=== sync_counter_nbit_flat ===
## src/rtl/sync_counter_nbit_if.sv

```systemverilog
// sync_counter_nbit_if
// Control and status bundle for sync_counter_nbit. The master side drives
// the count controls (enable, direction, load strobe and value); the slave
// side is the counter, which returns q, qbar, tc and wrap.
// When SYNC_COUNTER_SAT_EN is defined the bundle also carries the
// saturation control sat, listed directly after up_dn.
interface sync_counter_nbit_if #(
    parameter int WIDTH = 3
);
    logic             en;
    logic             up_dn;
`ifdef SYNC_COUNTER_SAT_EN
    logic             sat;
`endif
    logic             load;
    logic [WIDTH-1:0] d;
    logic [WIDTH-1:0] q;
    logic [WIDTH-1:0] qbar;
    logic             tc;
    logic             wrap;

    // Controller side: issues count/load commands, observes the count.
    modport master (
        output en,
        output up_dn,
`ifdef SYNC_COUNTER_SAT_EN
        output sat,
`endif
        output load,
        output d,
        input  q,
        input  qbar,
        input  tc,
        input  wrap
    );

    // Counter side.
    modport slave (
        input  en,
        input  up_dn,
`ifdef SYNC_COUNTER_SAT_EN
        input  sat,
`endif
        input  load,
        input  d,
        output q,
        output qbar,
        output tc,
        output wrap
    );
endinterface

```

## src/rtl/sync_counter_nbit.sv

```systemverilog
// sync_counter_nbit
// Parametrised modulo-MODULUS up/down counter with enable, synchronous
// parallel load (clamped to MODULUS-1), a combinational terminal-count
// output for cascading, and a registered one-cycle wrap pulse.
// clrbar is an asynchronous active-low clear.
// Optional feature macro: SYNC_COUNTER_SAT_EN adds the sat control, which
// parks the count at the terminal value instead of wrapping.
// Interface handshake: there is no valid/ready exchange; every posedge with
// clrbar=1 samples the controls, and q/wrap are valid from that edge on.
module sync_counter_nbit #(
    parameter int WIDTH   = 3,
    parameter int MODULUS = 8
) (
    input  logic               clk,
    input  logic               clrbar,
    sync_counter_nbit_if.slave bus
);

    // Reject an impossible count range at elaboration time.
    if (WIDTH < 1 || MODULUS < 2 || (WIDTH < 31 && MODULUS > (1 << WIDTH))) begin : g_bad_params
        $fatal(1, "sync_counter_nbit: MODULUS must be in 2..2**WIDTH");
    end

    // Terminal value for up counting, and MODULUS widened by one bit so the
    // load clamp comparison also works when MODULUS == 2**WIDTH.
    localparam logic [WIDTH-1:0] TERM    = WIDTH'(MODULUS - 1);
    localparam logic [WIDTH:0]   MOD_EXT = (WIDTH + 1)'(MODULUS);

    logic [WIDTH-1:0] q_reg;
    logic [WIDTH-1:0] q_next;
    logic             wrap_reg;
    logic             wrap_next;
    logic             at_top;
    logic             at_bot;
    logic             sat_on;

    assign at_top = (q_reg == TERM);
    assign at_bot = (q_reg == '0);

`ifdef SYNC_COUNTER_SAT_EN
    assign sat_on = bus.sat;
`else
    assign sat_on = 1'b0;
`endif

    // Next count: load beats counting; a boundary step either wraps (and
    // flags it) or, when saturation is on, parks at the terminal value.
    always_comb begin
        q_next    = q_reg;
        wrap_next = 1'b0;
        if (bus.load) begin
            if ({1'b0, bus.d} >= MOD_EXT) begin
                q_next = TERM;
            end else begin
                q_next = bus.d;
            end
        end else if (bus.en) begin
            if (bus.up_dn) begin
                if (at_top) begin
                    if (!sat_on) begin
                        q_next    = '0;
                        wrap_next = 1'b1;
                    end
                end else begin
                    q_next = q_reg + WIDTH'(1);
                end
            end else begin
                if (at_bot) begin
                    if (!sat_on) begin
                        q_next    = TERM;
                        wrap_next = 1'b1;
                    end
                end else begin
                    q_next = q_reg - WIDTH'(1);
                end
            end
        end
    end

    // Count and wrap-pulse registers, cleared asynchronously by clrbar.
    always_ff @(posedge clk or negedge clrbar) begin
        if (!clrbar) begin
            q_reg    <= '0;
            wrap_reg <= 1'b0;
        end else begin
            q_reg    <= q_next;
            wrap_reg <= wrap_next;
        end
    end

    // qbar comes from q itself so the pair can never disagree; tc is
    // zero-latency so the next cascaded stage can use it as its enable.
    assign bus.q    = q_reg;
    assign bus.qbar = ~q_reg;
    assign bus.wrap = wrap_reg;
    assign bus.tc   = bus.en & (bus.up_dn ? at_top : at_bot);

endmodule

```

## src/flat_wrapper.sv

```systemverilog
// flat-port wrapper written by rule: the top's interface ports become plain ports
module sync_counter_nbit_flat 
#(
    parameter int WIDTH   = 3,
    parameter int MODULUS = 8
)
  (clk, clrbar, bus_en, bus_up_dn, bus_load, bus_d, bus_q, bus_qbar, bus_tc, bus_wrap);
  sync_counter_nbit_if #(.WIDTH(WIDTH)) bus_i ();
  input  logic clk;
  input  logic clrbar;
  input wire logic [$bits(bus_i.en)-1:0] bus_en;
  input wire logic [$bits(bus_i.up_dn)-1:0] bus_up_dn;
  input wire logic [$bits(bus_i.load)-1:0] bus_load;
  input wire logic [$bits(bus_i.d)-1:0] bus_d;
  output wire logic [$bits(bus_i.q)-1:0] bus_q;
  output wire logic [$bits(bus_i.qbar)-1:0] bus_qbar;
  output wire logic [$bits(bus_i.tc)-1:0] bus_tc;
  output wire logic [$bits(bus_i.wrap)-1:0] bus_wrap;
  assign bus_i.en = bus_en;
  assign bus_i.up_dn = bus_up_dn;
  assign bus_i.load = bus_load;
  assign bus_i.d = bus_d;
  assign bus_q = bus_i.q;
  assign bus_qbar = bus_i.qbar;
  assign bus_tc = bus_i.tc;
  assign bus_wrap = bus_i.wrap;
  sync_counter_nbit #(.WIDTH(WIDTH), .MODULUS(MODULUS)) u_core (.clk(clk), .clrbar(clrbar), .bus(bus_i));
endmodule
```

## config.mk

```make
export PLATFORM = sky130hd
export DESIGN_NAME = sync_counter_nbit_flat
export DESIGN_NICKNAME = d
export VERILOG_FILES = /design/src/rtl/sync_counter_nbit_if.sv /design/src/rtl/sync_counter_nbit.sv /design/src/flat_wrapper.sv
export SDC_FILE = /design/constraint.sdc
export NUM_CORES = 1
export LEC_CHECK = 0
export CORE_AREA = 2 2 39 41
export CTS_CLUSTER_SIZE = 8
export DETAILED_ROUTE_END_ITERATION = 10
export DIE_AREA = 0 0 41 43
export PLACE_DENSITY = 0.6
export SLEW_MARGIN = 5
export SYNTH_ARGS = -nofsm -noshare
export SYNTH_HDL_FRONTEND = slang
export SYNTH_SLANG_ARGS = --single-unit
```

## constraint.sdc

```tcl
create_clock -name clk -period 1.49 [get_ports clk]
set_input_delay 0.149 -clock clk [delete_from_list [all_inputs] [get_ports clk]]
set_output_delay 0.149 -clock clk [all_outputs]
set_load 0.05 [all_outputs]
```

=== eif_layer_scheduler_flat ===
===== config.mk =====
export PLATFORM = sky130hd
export DESIGN_NAME = eif_layer_scheduler_flat
export DESIGN_NICKNAME = d
export VERILOG_FILES = /design/src/rtl/eif_pkg.sv /design/src/rtl/eif_layer_scheduler_if.sv /design/src/rtl/eif_event_fifo.sv /design/src/rtl/eif_layer_scheduler.sv /design/src/flat_wrapper.sv
export SDC_FILE = /design/constraint.sdc
export NUM_CORES = 1
export LEC_CHECK = 0
export ABC_AREA = 1
export CAP_MARGIN = 20
export CORE_UTILIZATION = 43
export CTS_CLUSTER_DIAMETER = 100
export CTS_CLUSTER_SIZE = 16
export DETAILED_ROUTE_END_ITERATION = 10
export SLEW_MARGIN = 20
export SYNTH_ARGS = -nofsm -noshare
export SYNTH_HDL_FRONTEND = slang
export SYNTH_SLANG_ARGS = --single-unit

===== constraint.sdc =====
create_clock -name clk -period 3.3 [get_ports clk]
set_input_delay 0.66 -clock clk [delete_from_list [all_inputs] [get_ports clk]]
set_output_delay 0.66 -clock clk [all_outputs]
set_load 0.005 [all_outputs]

===== src/rtl/eif_pkg.sv =====
// eif_pkg: shared types, default constants and the neuron update arithmetic
// for the EIF layer scheduler.
//
// Contents:
//   sched_state_t  - sweep controller states (IDLE, SWEEP, DONE)
//   state_t/thr_t/cur_t - 8-bit membrane state, threshold and input current
//   upd_t          - result of one neuron update (spike flag, next state/thr)
//   *_DEF          - default threshold/adaptation constants
//   sat_add        - 9-bit saturating membrane accumulate
//   q8_scale       - Q8 threshold scaling (17-bit product, low 8 bits kept)
//   eif_update     - full per-neuron update including threshold adaptation
package eif_pkg;

  typedef enum logic [1:0] {
    IDLE  = 2'd0,
    SWEEP = 2'd1,
    DONE  = 2'd2
  } sched_state_t;

  typedef logic [7:0] state_t;
  typedef logic [7:0] thr_t;
  typedef logic [7:0] cur_t;

  typedef struct packed {
    logic   spike;
    state_t state;
    thr_t   thr;
  } upd_t;

  localparam int THRESH_INIT_DEF = 100;
  localparam int THRESH_MAX_DEF  = 220;
  localparam int THRESH_MIN_DEF  = 32;
  localparam int ADAPT_INC_DEF   = 295;
  localparam int ADAPT_DEC_DEF   = 250;

  // Membrane accumulate: the carry out of the 9-bit sum pins the result at 255.
  function automatic state_t sat_add(input state_t st, input cur_t cur);
    logic [8:0] sum;
    sum = {1'b0, st} + {1'b0, cur};
    return sum[8] ? 8'hFF : sum[7:0];
  endfunction

  // Threshold scaling by a Q8 multiplier. The product is 17 bits; after the
  // shift only the low 8 bits survive, so results above 255 wrap.
  function automatic thr_t q8_scale(input thr_t thr, input logic [8:0] mult);
    logic [16:0] prod;
    prod = {9'b0, thr} * {8'b0, mult};
    return thr_t'(prod >> 8);
  endfunction

  // One neuron update on the stored values. Adaptation raises the threshold
  // after a spike (bounded by thr_max) and lowers it otherwise (bounded by
  // thr_min); the bounds gate whether the scaling happens at all.
  function automatic upd_t eif_update(input state_t     st,
                                      input thr_t       thr,
                                      input cur_t       cur,
                                      input logic       adapt,
                                      input thr_t       thr_max,
                                      input thr_t       thr_min,
                                      input logic [8:0] inc,
                                      input logic [8:0] dec);
    upd_t r;
    r.spike = (st >= thr);
    r.thr   = thr;
    if (r.spike) begin
      r.state = '0;
      if (adapt && (thr < thr_max)) r.thr = q8_scale(thr, inc);
    end else begin
      r.state = sat_add(st, cur);
      if (adapt && (thr > thr_min)) r.thr = q8_scale(thr, dec);
    end
    return r;
  endfunction

endpackage


===== src/rtl/eif_layer_scheduler_if.sv =====
// eif_layer_scheduler_if: groups the host current-write bus and the spike
// event stream of the EIF layer scheduler.
//
// Signals:
//   cur_we/cur_addr/cur_data - current write strobe, neuron index, value
//   ev_valid/ev_ready/ev_addr - spike event handshake and neuron index
// Modports:
//   master - the scheduler side (consumes writes, produces events)
//   slave  - the environment side (host loader + spike router)
interface eif_layer_scheduler_if #(
  parameter int ADDR_W = 4
);
  import eif_pkg::*;

  logic              cur_we;
  logic [ADDR_W-1:0] cur_addr;
  cur_t              cur_data;
  logic              ev_valid;
  logic              ev_ready;
  logic [ADDR_W-1:0] ev_addr;

  modport master (
    input  cur_we, cur_addr, cur_data, ev_ready,
    output ev_valid, ev_addr
  );

  modport slave (
    output cur_we, cur_addr, cur_data, ev_ready,
    input  ev_valid, ev_addr
  );

endinterface


===== src/rtl/eif_event_fifo.sv =====
// eif_event_fifo: small synchronous FIFO carrying spike addresses from the
// sweep datapath to the downstream router.
//
// Ports:
//   clk, rst_n  - clock, synchronous active-low reset
//   push        - enqueue request (never stalls the producer)
//   push_data   - address to enqueue
//   clear_ovf   - clears the sticky overflow flag
//   out_valid   - FIFO non-empty
//   out_ready   - consumer accepts the head entry
//   out_data    - head entry (held while out_valid && !out_ready)
//   overflow    - sticky: a push was dropped because the FIFO was full
// DEPTH must be a power of two, at least 2.
module eif_event_fifo #(
  parameter int DEPTH  = 4,
  parameter int DATA_W = 4
) (
  input  logic              clk,
  input  logic              rst_n,
  input  logic              push,
  input  logic [DATA_W-1:0] push_data,
  input  logic              clear_ovf,
  output logic              out_valid,
  input  logic              out_ready,
  output logic [DATA_W-1:0] out_data,
  output logic              overflow
);

  localparam int PTR_W = $clog2(DEPTH);

  logic [DATA_W-1:0] mem [DEPTH];
  logic [PTR_W-1:0]  wr_ptr;
  logic [PTR_W-1:0]  rd_ptr;
  logic [PTR_W:0]    count;
  logic              full;
  logic              pop;
  logic              push_ok;

  assign full      = (count == (PTR_W+1)'(DEPTH));
  assign out_valid = (count != '0);
  assign out_data  = mem[rd_ptr];
  assign pop       = out_valid && out_ready;
  // A pop in the same cycle frees the slot, so a full FIFO still accepts.
  assign push_ok   = push && (!full || pop);

  // Storage and pointers; pointers wrap naturally because DEPTH is 2^PTR_W.
  always_ff @(posedge clk) begin
    if (!rst_n) begin
      for (int i = 0; i < DEPTH; i++) mem[i] <= '0;
      wr_ptr <= '0;
      rd_ptr <= '0;
      count  <= '0;
    end else begin
      if (push_ok) begin
        mem[wr_ptr] <= push_data;
        wr_ptr      <= wr_ptr + 1'b1;
      end
      if (pop) rd_ptr <= rd_ptr + 1'b1;
      case ({push_ok, pop})
        2'b10:   count <= count + 1'b1;
        2'b01:   count <= count - 1'b1;
        default: count <= count;
      endcase
    end
  end

  // Sticky drop flag; a clear wins over a simultaneous drop.
  always_ff @(posedge clk) begin
    if (!rst_n) begin
      overflow <= 1'b0;
    end else if (clear_ovf) begin
      overflow <= 1'b0;
    end else if (push && !push_ok) begin
      overflow <= 1'b1;
    end
  end

endmodule


===== src/rtl/eif_layer_scheduler.sv =====
// eif_layer_scheduler: time-multiplexed controller for a layer of
// exponential-integrate-and-fire neurons. One shared datapath sweeps every
// neuron once per timestep; spikes leave as neuron addresses via a FIFO.
//
// Ports:
//   clk, rst_n  - clock, synchronous active-low reset
//   step_start  - pulse that starts a sweep (accepted only when idle)
//   adaptive_en - enables threshold adaptation during the sweep
//   busy        - sweep in progress
//   step_done   - one-cycle pulse after the last neuron is updated
//   ev_overflow - sticky: an event was dropped on a full FIFO
//   bus         - eif_layer_scheduler_if.master (current writes, events)
//
// Build option: define EIF_SCHED_ADAPT_EN to compile in per-neuron threshold
// registers and adaptation. Without it every threshold is THRESH_INIT and
// adaptive_en has no effect.
module eif_layer_scheduler
  import eif_pkg::*;
#(
  parameter int N_NEURONS   = 16,
  parameter int ADDR_W      = 4,
  parameter int THRESH_INIT = THRESH_INIT_DEF,
  parameter int THRESH_MAX  = THRESH_MAX_DEF,
  parameter int THRESH_MIN  = THRESH_MIN_DEF,
  parameter int ADAPT_INC   = ADAPT_INC_DEF,
  parameter int ADAPT_DEC   = ADAPT_DEC_DEF,
  parameter int FIFO_DEPTH  = 4
) (
  input  logic                  clk,
  input  logic                  rst_n,
  input  logic                  step_start,
  input  logic                  adaptive_en,
  output logic                  busy,
  output logic                  step_done,
  output logic                  ev_overflow,
  eif_layer_scheduler_if.master bus
);

  sched_state_t      fsm_q, fsm_d;
  logic [ADDR_W-1:0] idx_q, idx_d;
  logic              start_ok;
  logic              upd_en;

  state_t            mem_state [N_NEURONS];
  cur_t              mem_cur   [N_NEURONS];

  logic              upd_spike;
  state_t            upd_state;

  logic              fifo_valid;
  logic [ADDR_W-1:0] fifo_data;

  // Sweep controller registers.
  always_ff @(posedge clk) begin
    if (!rst_n) begin
      fsm_q <= IDLE;
      idx_q <= '0;
    end else begin
      fsm_q <= fsm_d;
      idx_q <= idx_d;
    end
  end

  // Next-state logic: one neuron per SWEEP cycle, then a single DONE cycle.
  // step_start is only looked at in IDLE, which makes the minimum step
  // period N_NEURONS+2.
  always_comb begin
    fsm_d     = fsm_q;
    idx_d     = idx_q;
    busy      = 1'b0;
    step_done = 1'b0;
    start_ok  = 1'b0;
    upd_en    = 1'b0;
    case (fsm_q)
      IDLE: begin
        if (step_start) begin
          fsm_d    = SWEEP;
          idx_d    = '0;
          start_ok = 1'b1;
        end
      end
      SWEEP: begin
        busy   = 1'b1;
        upd_en = 1'b1;
        if (idx_q == ADDR_W'(N_NEURONS - 1)) begin
          fsm_d = DONE;
          idx_d = '0;
        end else begin
          idx_d = idx_q + 1'b1;
        end
      end
      DONE: begin
        step_done = 1'b1;
        fsm_d     = IDLE;
      end
      default: begin
        fsm_d = IDLE;
        idx_d = '0;
      end
    endcase
  end

`ifdef EIF_SCHED_ADAPT_EN
  thr_t mem_thr [N_NEURONS];
  upd_t upd;

  // Full update with adaptation, evaluated on the stored neuron values.
  always_comb begin
    upd = eif_update(mem_state[idx_q], mem_thr[idx_q], mem_cur[idx_q],
                     adaptive_en,
                     thr_t'(THRESH_MAX), thr_t'(THRESH_MIN),
                     9'(ADAPT_INC), 9'(ADAPT_DEC));
    upd_spike = upd.spike;
    upd_state = upd.state;
  end

  // Per-neuron thresholds, written back only by the neuron being swept.
  always_ff @(posedge clk) begin
    if (!rst_n) begin
      for (int i = 0; i < N_NEURONS; i++) mem_thr[i] <= thr_t'(THRESH_INIT);
    end else if (upd_en) begin
      mem_thr[idx_q] <= upd.thr;
    end
  end
`else
  logic unused_adaptive_en;
  assign unused_adaptive_en = adaptive_en;

  // Fixed threshold: only the compare and the saturating accumulate remain.
  always_comb begin
    upd_spike = (mem_state[idx_q] >= thr_t'(THRESH_INIT));
    upd_state = upd_spike ? state_t'(0) : sat_add(mem_state[idx_q], mem_cur[idx_q]);
  end
`endif

  // Membrane state write-back for the neuron currently being swept.
  always_ff @(posedge clk) begin
    if (!rst_n) begin
      for (int i = 0; i < N_NEURONS; i++) mem_state[i] <= '0;
    end else if (upd_en) begin
      mem_state[idx_q] <= upd_state;
    end
  end

  // Host current writes land in any state. A write to the neuron under
  // update this cycle is seen only from the next sweep, because the update
  // reads the pre-edge value.
  always_ff @(posedge clk) begin
    if (!rst_n) begin
      for (int i = 0; i < N_NEURONS; i++) mem_cur[i] <= '0;
    end else if (bus.cur_we) begin
      mem_cur[bus.cur_addr] <= bus.cur_data;
    end
  end

  eif_event_fifo #(
    .DEPTH  (FIFO_DEPTH),
    .DATA_W (ADDR_W)
  ) u_fifo (
    .clk       (clk),
    .rst_n     (rst_n),
    .push      (upd_en && upd_spike),
    .push_data (idx_q),
    .clear_ovf (start_ok),
    .out_valid (fifo_valid),
    .out_ready (bus.ev_ready),
    .out_data  (fifo_data),
    .overflow  (ev_overflow)
  );

  assign bus.ev_valid = fifo_valid;
  assign bus.ev_addr  = fifo_data;

endmodule


===== src/flat_wrapper.sv =====
// flat-port wrapper written by rule: the top's interface ports become plain ports
module eif_layer_scheduler_flat import eif_pkg::*;
#(
  parameter int N_NEURONS   = 16,
  parameter int ADDR_W      = 4,
  parameter int THRESH_INIT = THRESH_INIT_DEF,
  parameter int THRESH_MAX  = THRESH_MAX_DEF,
  parameter int THRESH_MIN  = THRESH_MIN_DEF,
  parameter int ADAPT_INC   = ADAPT_INC_DEF,
  parameter int ADAPT_DEC   = ADAPT_DEC_DEF,
  parameter int FIFO_DEPTH  = 4
)
  (clk, rst_n, step_start, adaptive_en, busy, step_done, ev_overflow, bus_cur_we, bus_cur_addr, bus_cur_data, bus_ev_ready, bus_ev_valid, bus_ev_addr);
  eif_layer_scheduler_if #(.ADDR_W(ADDR_W)) bus_i ();
  input  logic clk;
  input  logic rst_n;
  input  logic step_start;
  input  logic adaptive_en;
  output logic busy;
  output logic step_done;
  output logic ev_overflow;
  input wire logic [$bits(bus_i.cur_we)-1:0] bus_cur_we;
  input wire logic [$bits(bus_i.cur_addr)-1:0] bus_cur_addr;
  input wire logic [$bits(bus_i.cur_data)-1:0] bus_cur_data;
  input wire logic [$bits(bus_i.ev_ready)-1:0] bus_ev_ready;
  output wire logic [$bits(bus_i.ev_valid)-1:0] bus_ev_valid;
  output wire logic [$bits(bus_i.ev_addr)-1:0] bus_ev_addr;
  assign bus_i.cur_we = bus_cur_we;
  assign bus_i.cur_addr = bus_cur_addr;
  assign bus_i.cur_data = bus_cur_data;
  assign bus_i.ev_ready = bus_ev_ready;
  assign bus_ev_valid = bus_i.ev_valid;
  assign bus_ev_addr = bus_i.ev_addr;
  eif_layer_scheduler #(.N_NEURONS(N_NEURONS), .ADDR_W(ADDR_W), .THRESH_INIT(THRESH_INIT), .THRESH_MAX(THRESH_MAX), .THRESH_MIN(THRESH_MIN), .ADAPT_INC(ADAPT_INC), .ADAPT_DEC(ADAPT_DEC), .FIFO_DEPTH(FIFO_DEPTH)) u_core (.clk(clk), .rst_n(rst_n), .step_start(step_start), .adaptive_en(adaptive_en), .busy(busy), .step_done(step_done), .ev_overflow(ev_overflow), .bus(bus_i));
endmodule

Fig. 1: eif_layer_scheduler_flat, gate families picked out
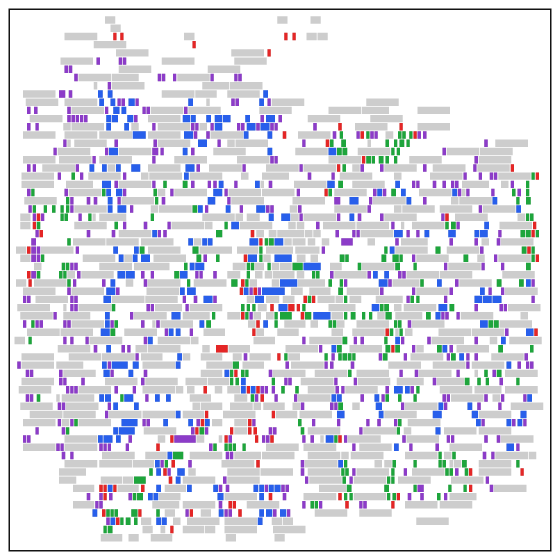
| colour | family | cells |
|---|---|---|
| blue | inverting AOI/OAI gates | 210 |
| red | inverters | 92 |
| purple | NOR gates | 430 |
| green | NAND gates | 244 |

==> impl_metrics.env, eif_layer_scheduler_flat <==
# implementation run metrics
export IMPL_setup_viol=128
export IMPL_aoi_share=0.09612
export IMPL_final_hold_viol_count=0
export IMPL_portBuffers=24
export IMPL_logic_gate_count=904
export IMPL_critPathCapture="u_core.mem_state[1][5]"
export IMPL_comb_area_mm2=0.004315
export IMPL_cts_buffers=22
export IMPL_clkTransAtPathRegs_ns=0.07
export IMPL_layout_setup_ws_ns=-0.1745
export IMPL_grt_pass1_vias=9657
export IMPL_status="finished with violations"
export IMPL_tightest_slew_ns=0.8530
export IMPL_gp_congestion=0.8139
export IMPL_drt_initial_drc_count=1000
export IMPL_synth_chip_area_mm2=0.01343
export IMPL_coreArea_mm2=0.03067
export IMPL_nClkBuffers=38
export IMPL_violations="negative setup slack"
export IMPL_ff_type="edfxtp_1"
export IMPL_fp_util=0.4380
export IMPL_cp_arrival_ns=3.75
[eif_layer_scheduler_flat: state kept, by name (all words and copies together), names as in the netlist, named ones only]
register,count
u_core.u_fifo.rd_ptr,2
u_core.u_fifo.mem,16
u_core.u_fifo.wr_ptr,2
u_core.u_fifo.overflow,1
u_core.mem_state,128
u_core.idx_q,4
u_core.mem_cur,128
u_core.u_fifo.count,3
u_core.fsm_q,2
[eif_layer_scheduler_flat: per-stage QoR]
stage	util	worst slack, ns	hold slack [ns]	std cells
after floorplan	-	-0.04636	0.4364	1362
after global placement	0.4789	-0.1005	0.4532	1799
after detailed placement	0.4789	-0.1377	0.4615	1799
after CTS	0.5073	-0.1418	0.4799	1849
after global routing	0.5128	-0.3312	0.5170	1857
final	0.5128	-0.1745	0.4787	1857
[eif_layer_scheduler_flat: power by group through the flow]
stage | logic, W | clock network, W | registers [W]
after detailed placement | 0.00152 | 0 | 0.00439
after floorplan | 0.000872 | 0 | 0.00436
after global placement | 0.00150 | 0 | 0.00438
after CTS | 0.00167 | 0.00260 | 0.00431
final | 0.00175 | 0.00258 | 0.00431
after global routing | 0.00189 | 0.00272 | 0.00433
Fig. 2: sync_counter_nbit_flat, pin placement
Bar = 10 µm. Pins as bars across the die edge, other pins in grey.
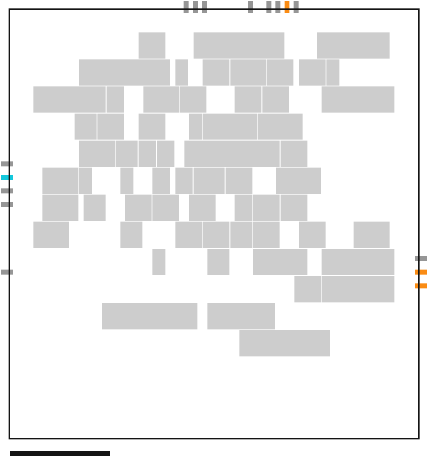
| colour | port | pins | direction | edge |
|---|---|---|---|---|
| cyan | `bus_tc` | 1 | output | left |
| orange | `bus_qbar` | 3 | output | 2 right, 1 top |

==> impl_metrics.env, sync_counter_nbit_flat <==
# implementation run metrics
export IMPL_violations="negative setup slack"
export IMPL_p_total_w=0.0006004
export IMPL_topCellsByArea="dfrtp_1 33%, ha_1 17%, a21oi_1 8.4%, a221oi_2 5.0%, inv_1 5.0%"
export IMPL_layout_setup_ws_ns=-0.1520
export IMPL_fillCellCount=128
export IMPL_cp_cell_sequence="clkinvlp_4, ha_4, nor3b_4, a21oi_2, nor2_2, buf_12"
export IMPL_nNonClkBuffers=24
export IMPL_fin_tns_setup_ns=-0.2497
export IMPL_setup_viol=2
export IMPL_cts_root_buf="clkbuf_4"
export IMPL_yosys_cell_types_count=17
export IMPL_pg_seq_w=0.000139
export IMPL_layout_nets=75
export IMPL_gr_usage_met1=0.1336
export IMPL_grt_pass1_vias=356
export IMPL_sw_frac_of_total=0.3737
export IMPL_dr_wl_met2_um=424
export IMPL_buf_share=0.4015
export IMPL_crit_type="register to output port"
export IMPL_dieWidth_um=41
export IMPL_fp_nets=46
export IMPL_synth_chip_area_um2=299.0
export IMPL_final_util=0.4684
export IMPL_tightest_slew_ns=0.2722
export IMPL_status="finished with violations"
-- sync_counter_nbit_flat: final timing paths --
kind / to / slack (ns) / depth (start not counted)
min in group clk: u_core.bus.q[2] / 0.48 / 3
worst max register to register: u_core.bus.q[2] / -0.10 / 5
worst max-delay path: bus_tc / -0.15 / 6
worst min-delay path: u_core.bus.q[0] / 0.13 / 1
worst min register to register: u_core.bus.q[2] / 0.69 / 2
max in group asynchronous: u_core.bus.q[1] / 1.16 / 1
-- sync_counter_nbit_flat: placed cells by master, fill, tap and decap left out, types with 2 or more instances in the layout --
cell             count
o31ai_1              2
clkdlybuf4s50_1      7
nand2b_1             2
clkbuf_4             3
dfrtp_2              2
clkinvlp_4           2
nor2_1               2
a21oi_1              4
inv_1                2
buf_12               5
buf_4               12
dfrtp_1              2
ha_1                 2
-- sync_counter_nbit_flat: cell families (layout without fill, tap and decap cells) --
logic type,count (synthesis),in the layout,share of synthesized area
compound gates,11,11,0.2468
buf+inv,4,32,0.05019
fa+ha+maj,4,4,0.1674
simple gates,11,11,0.2008
flops,4,4,0.3347


==> notes/layouts.md <==
Pictures saved along the way, in no particular order.

Signal wires by layer.
Two of the layers only.
(a)
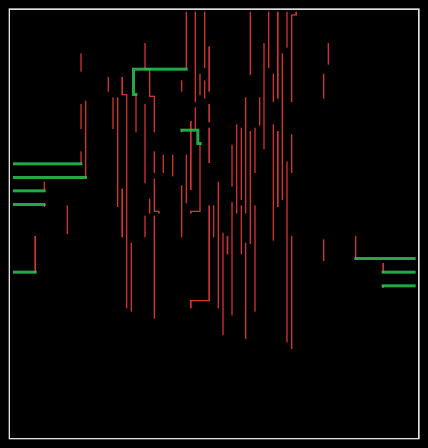
(b)
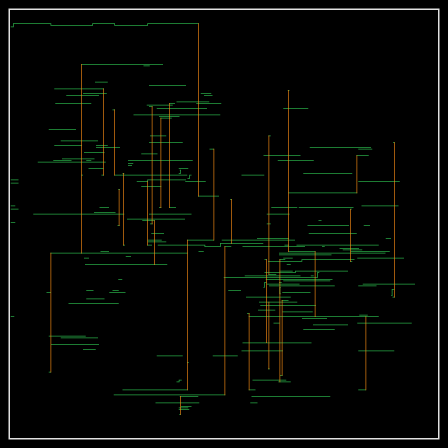
(a) comes from sync_counter_nbit_flat.
(b) comes from eif_layer_scheduler_flat.
- most wire: (b)

No activity file was given, so power comes from the tool's default toggle rates.
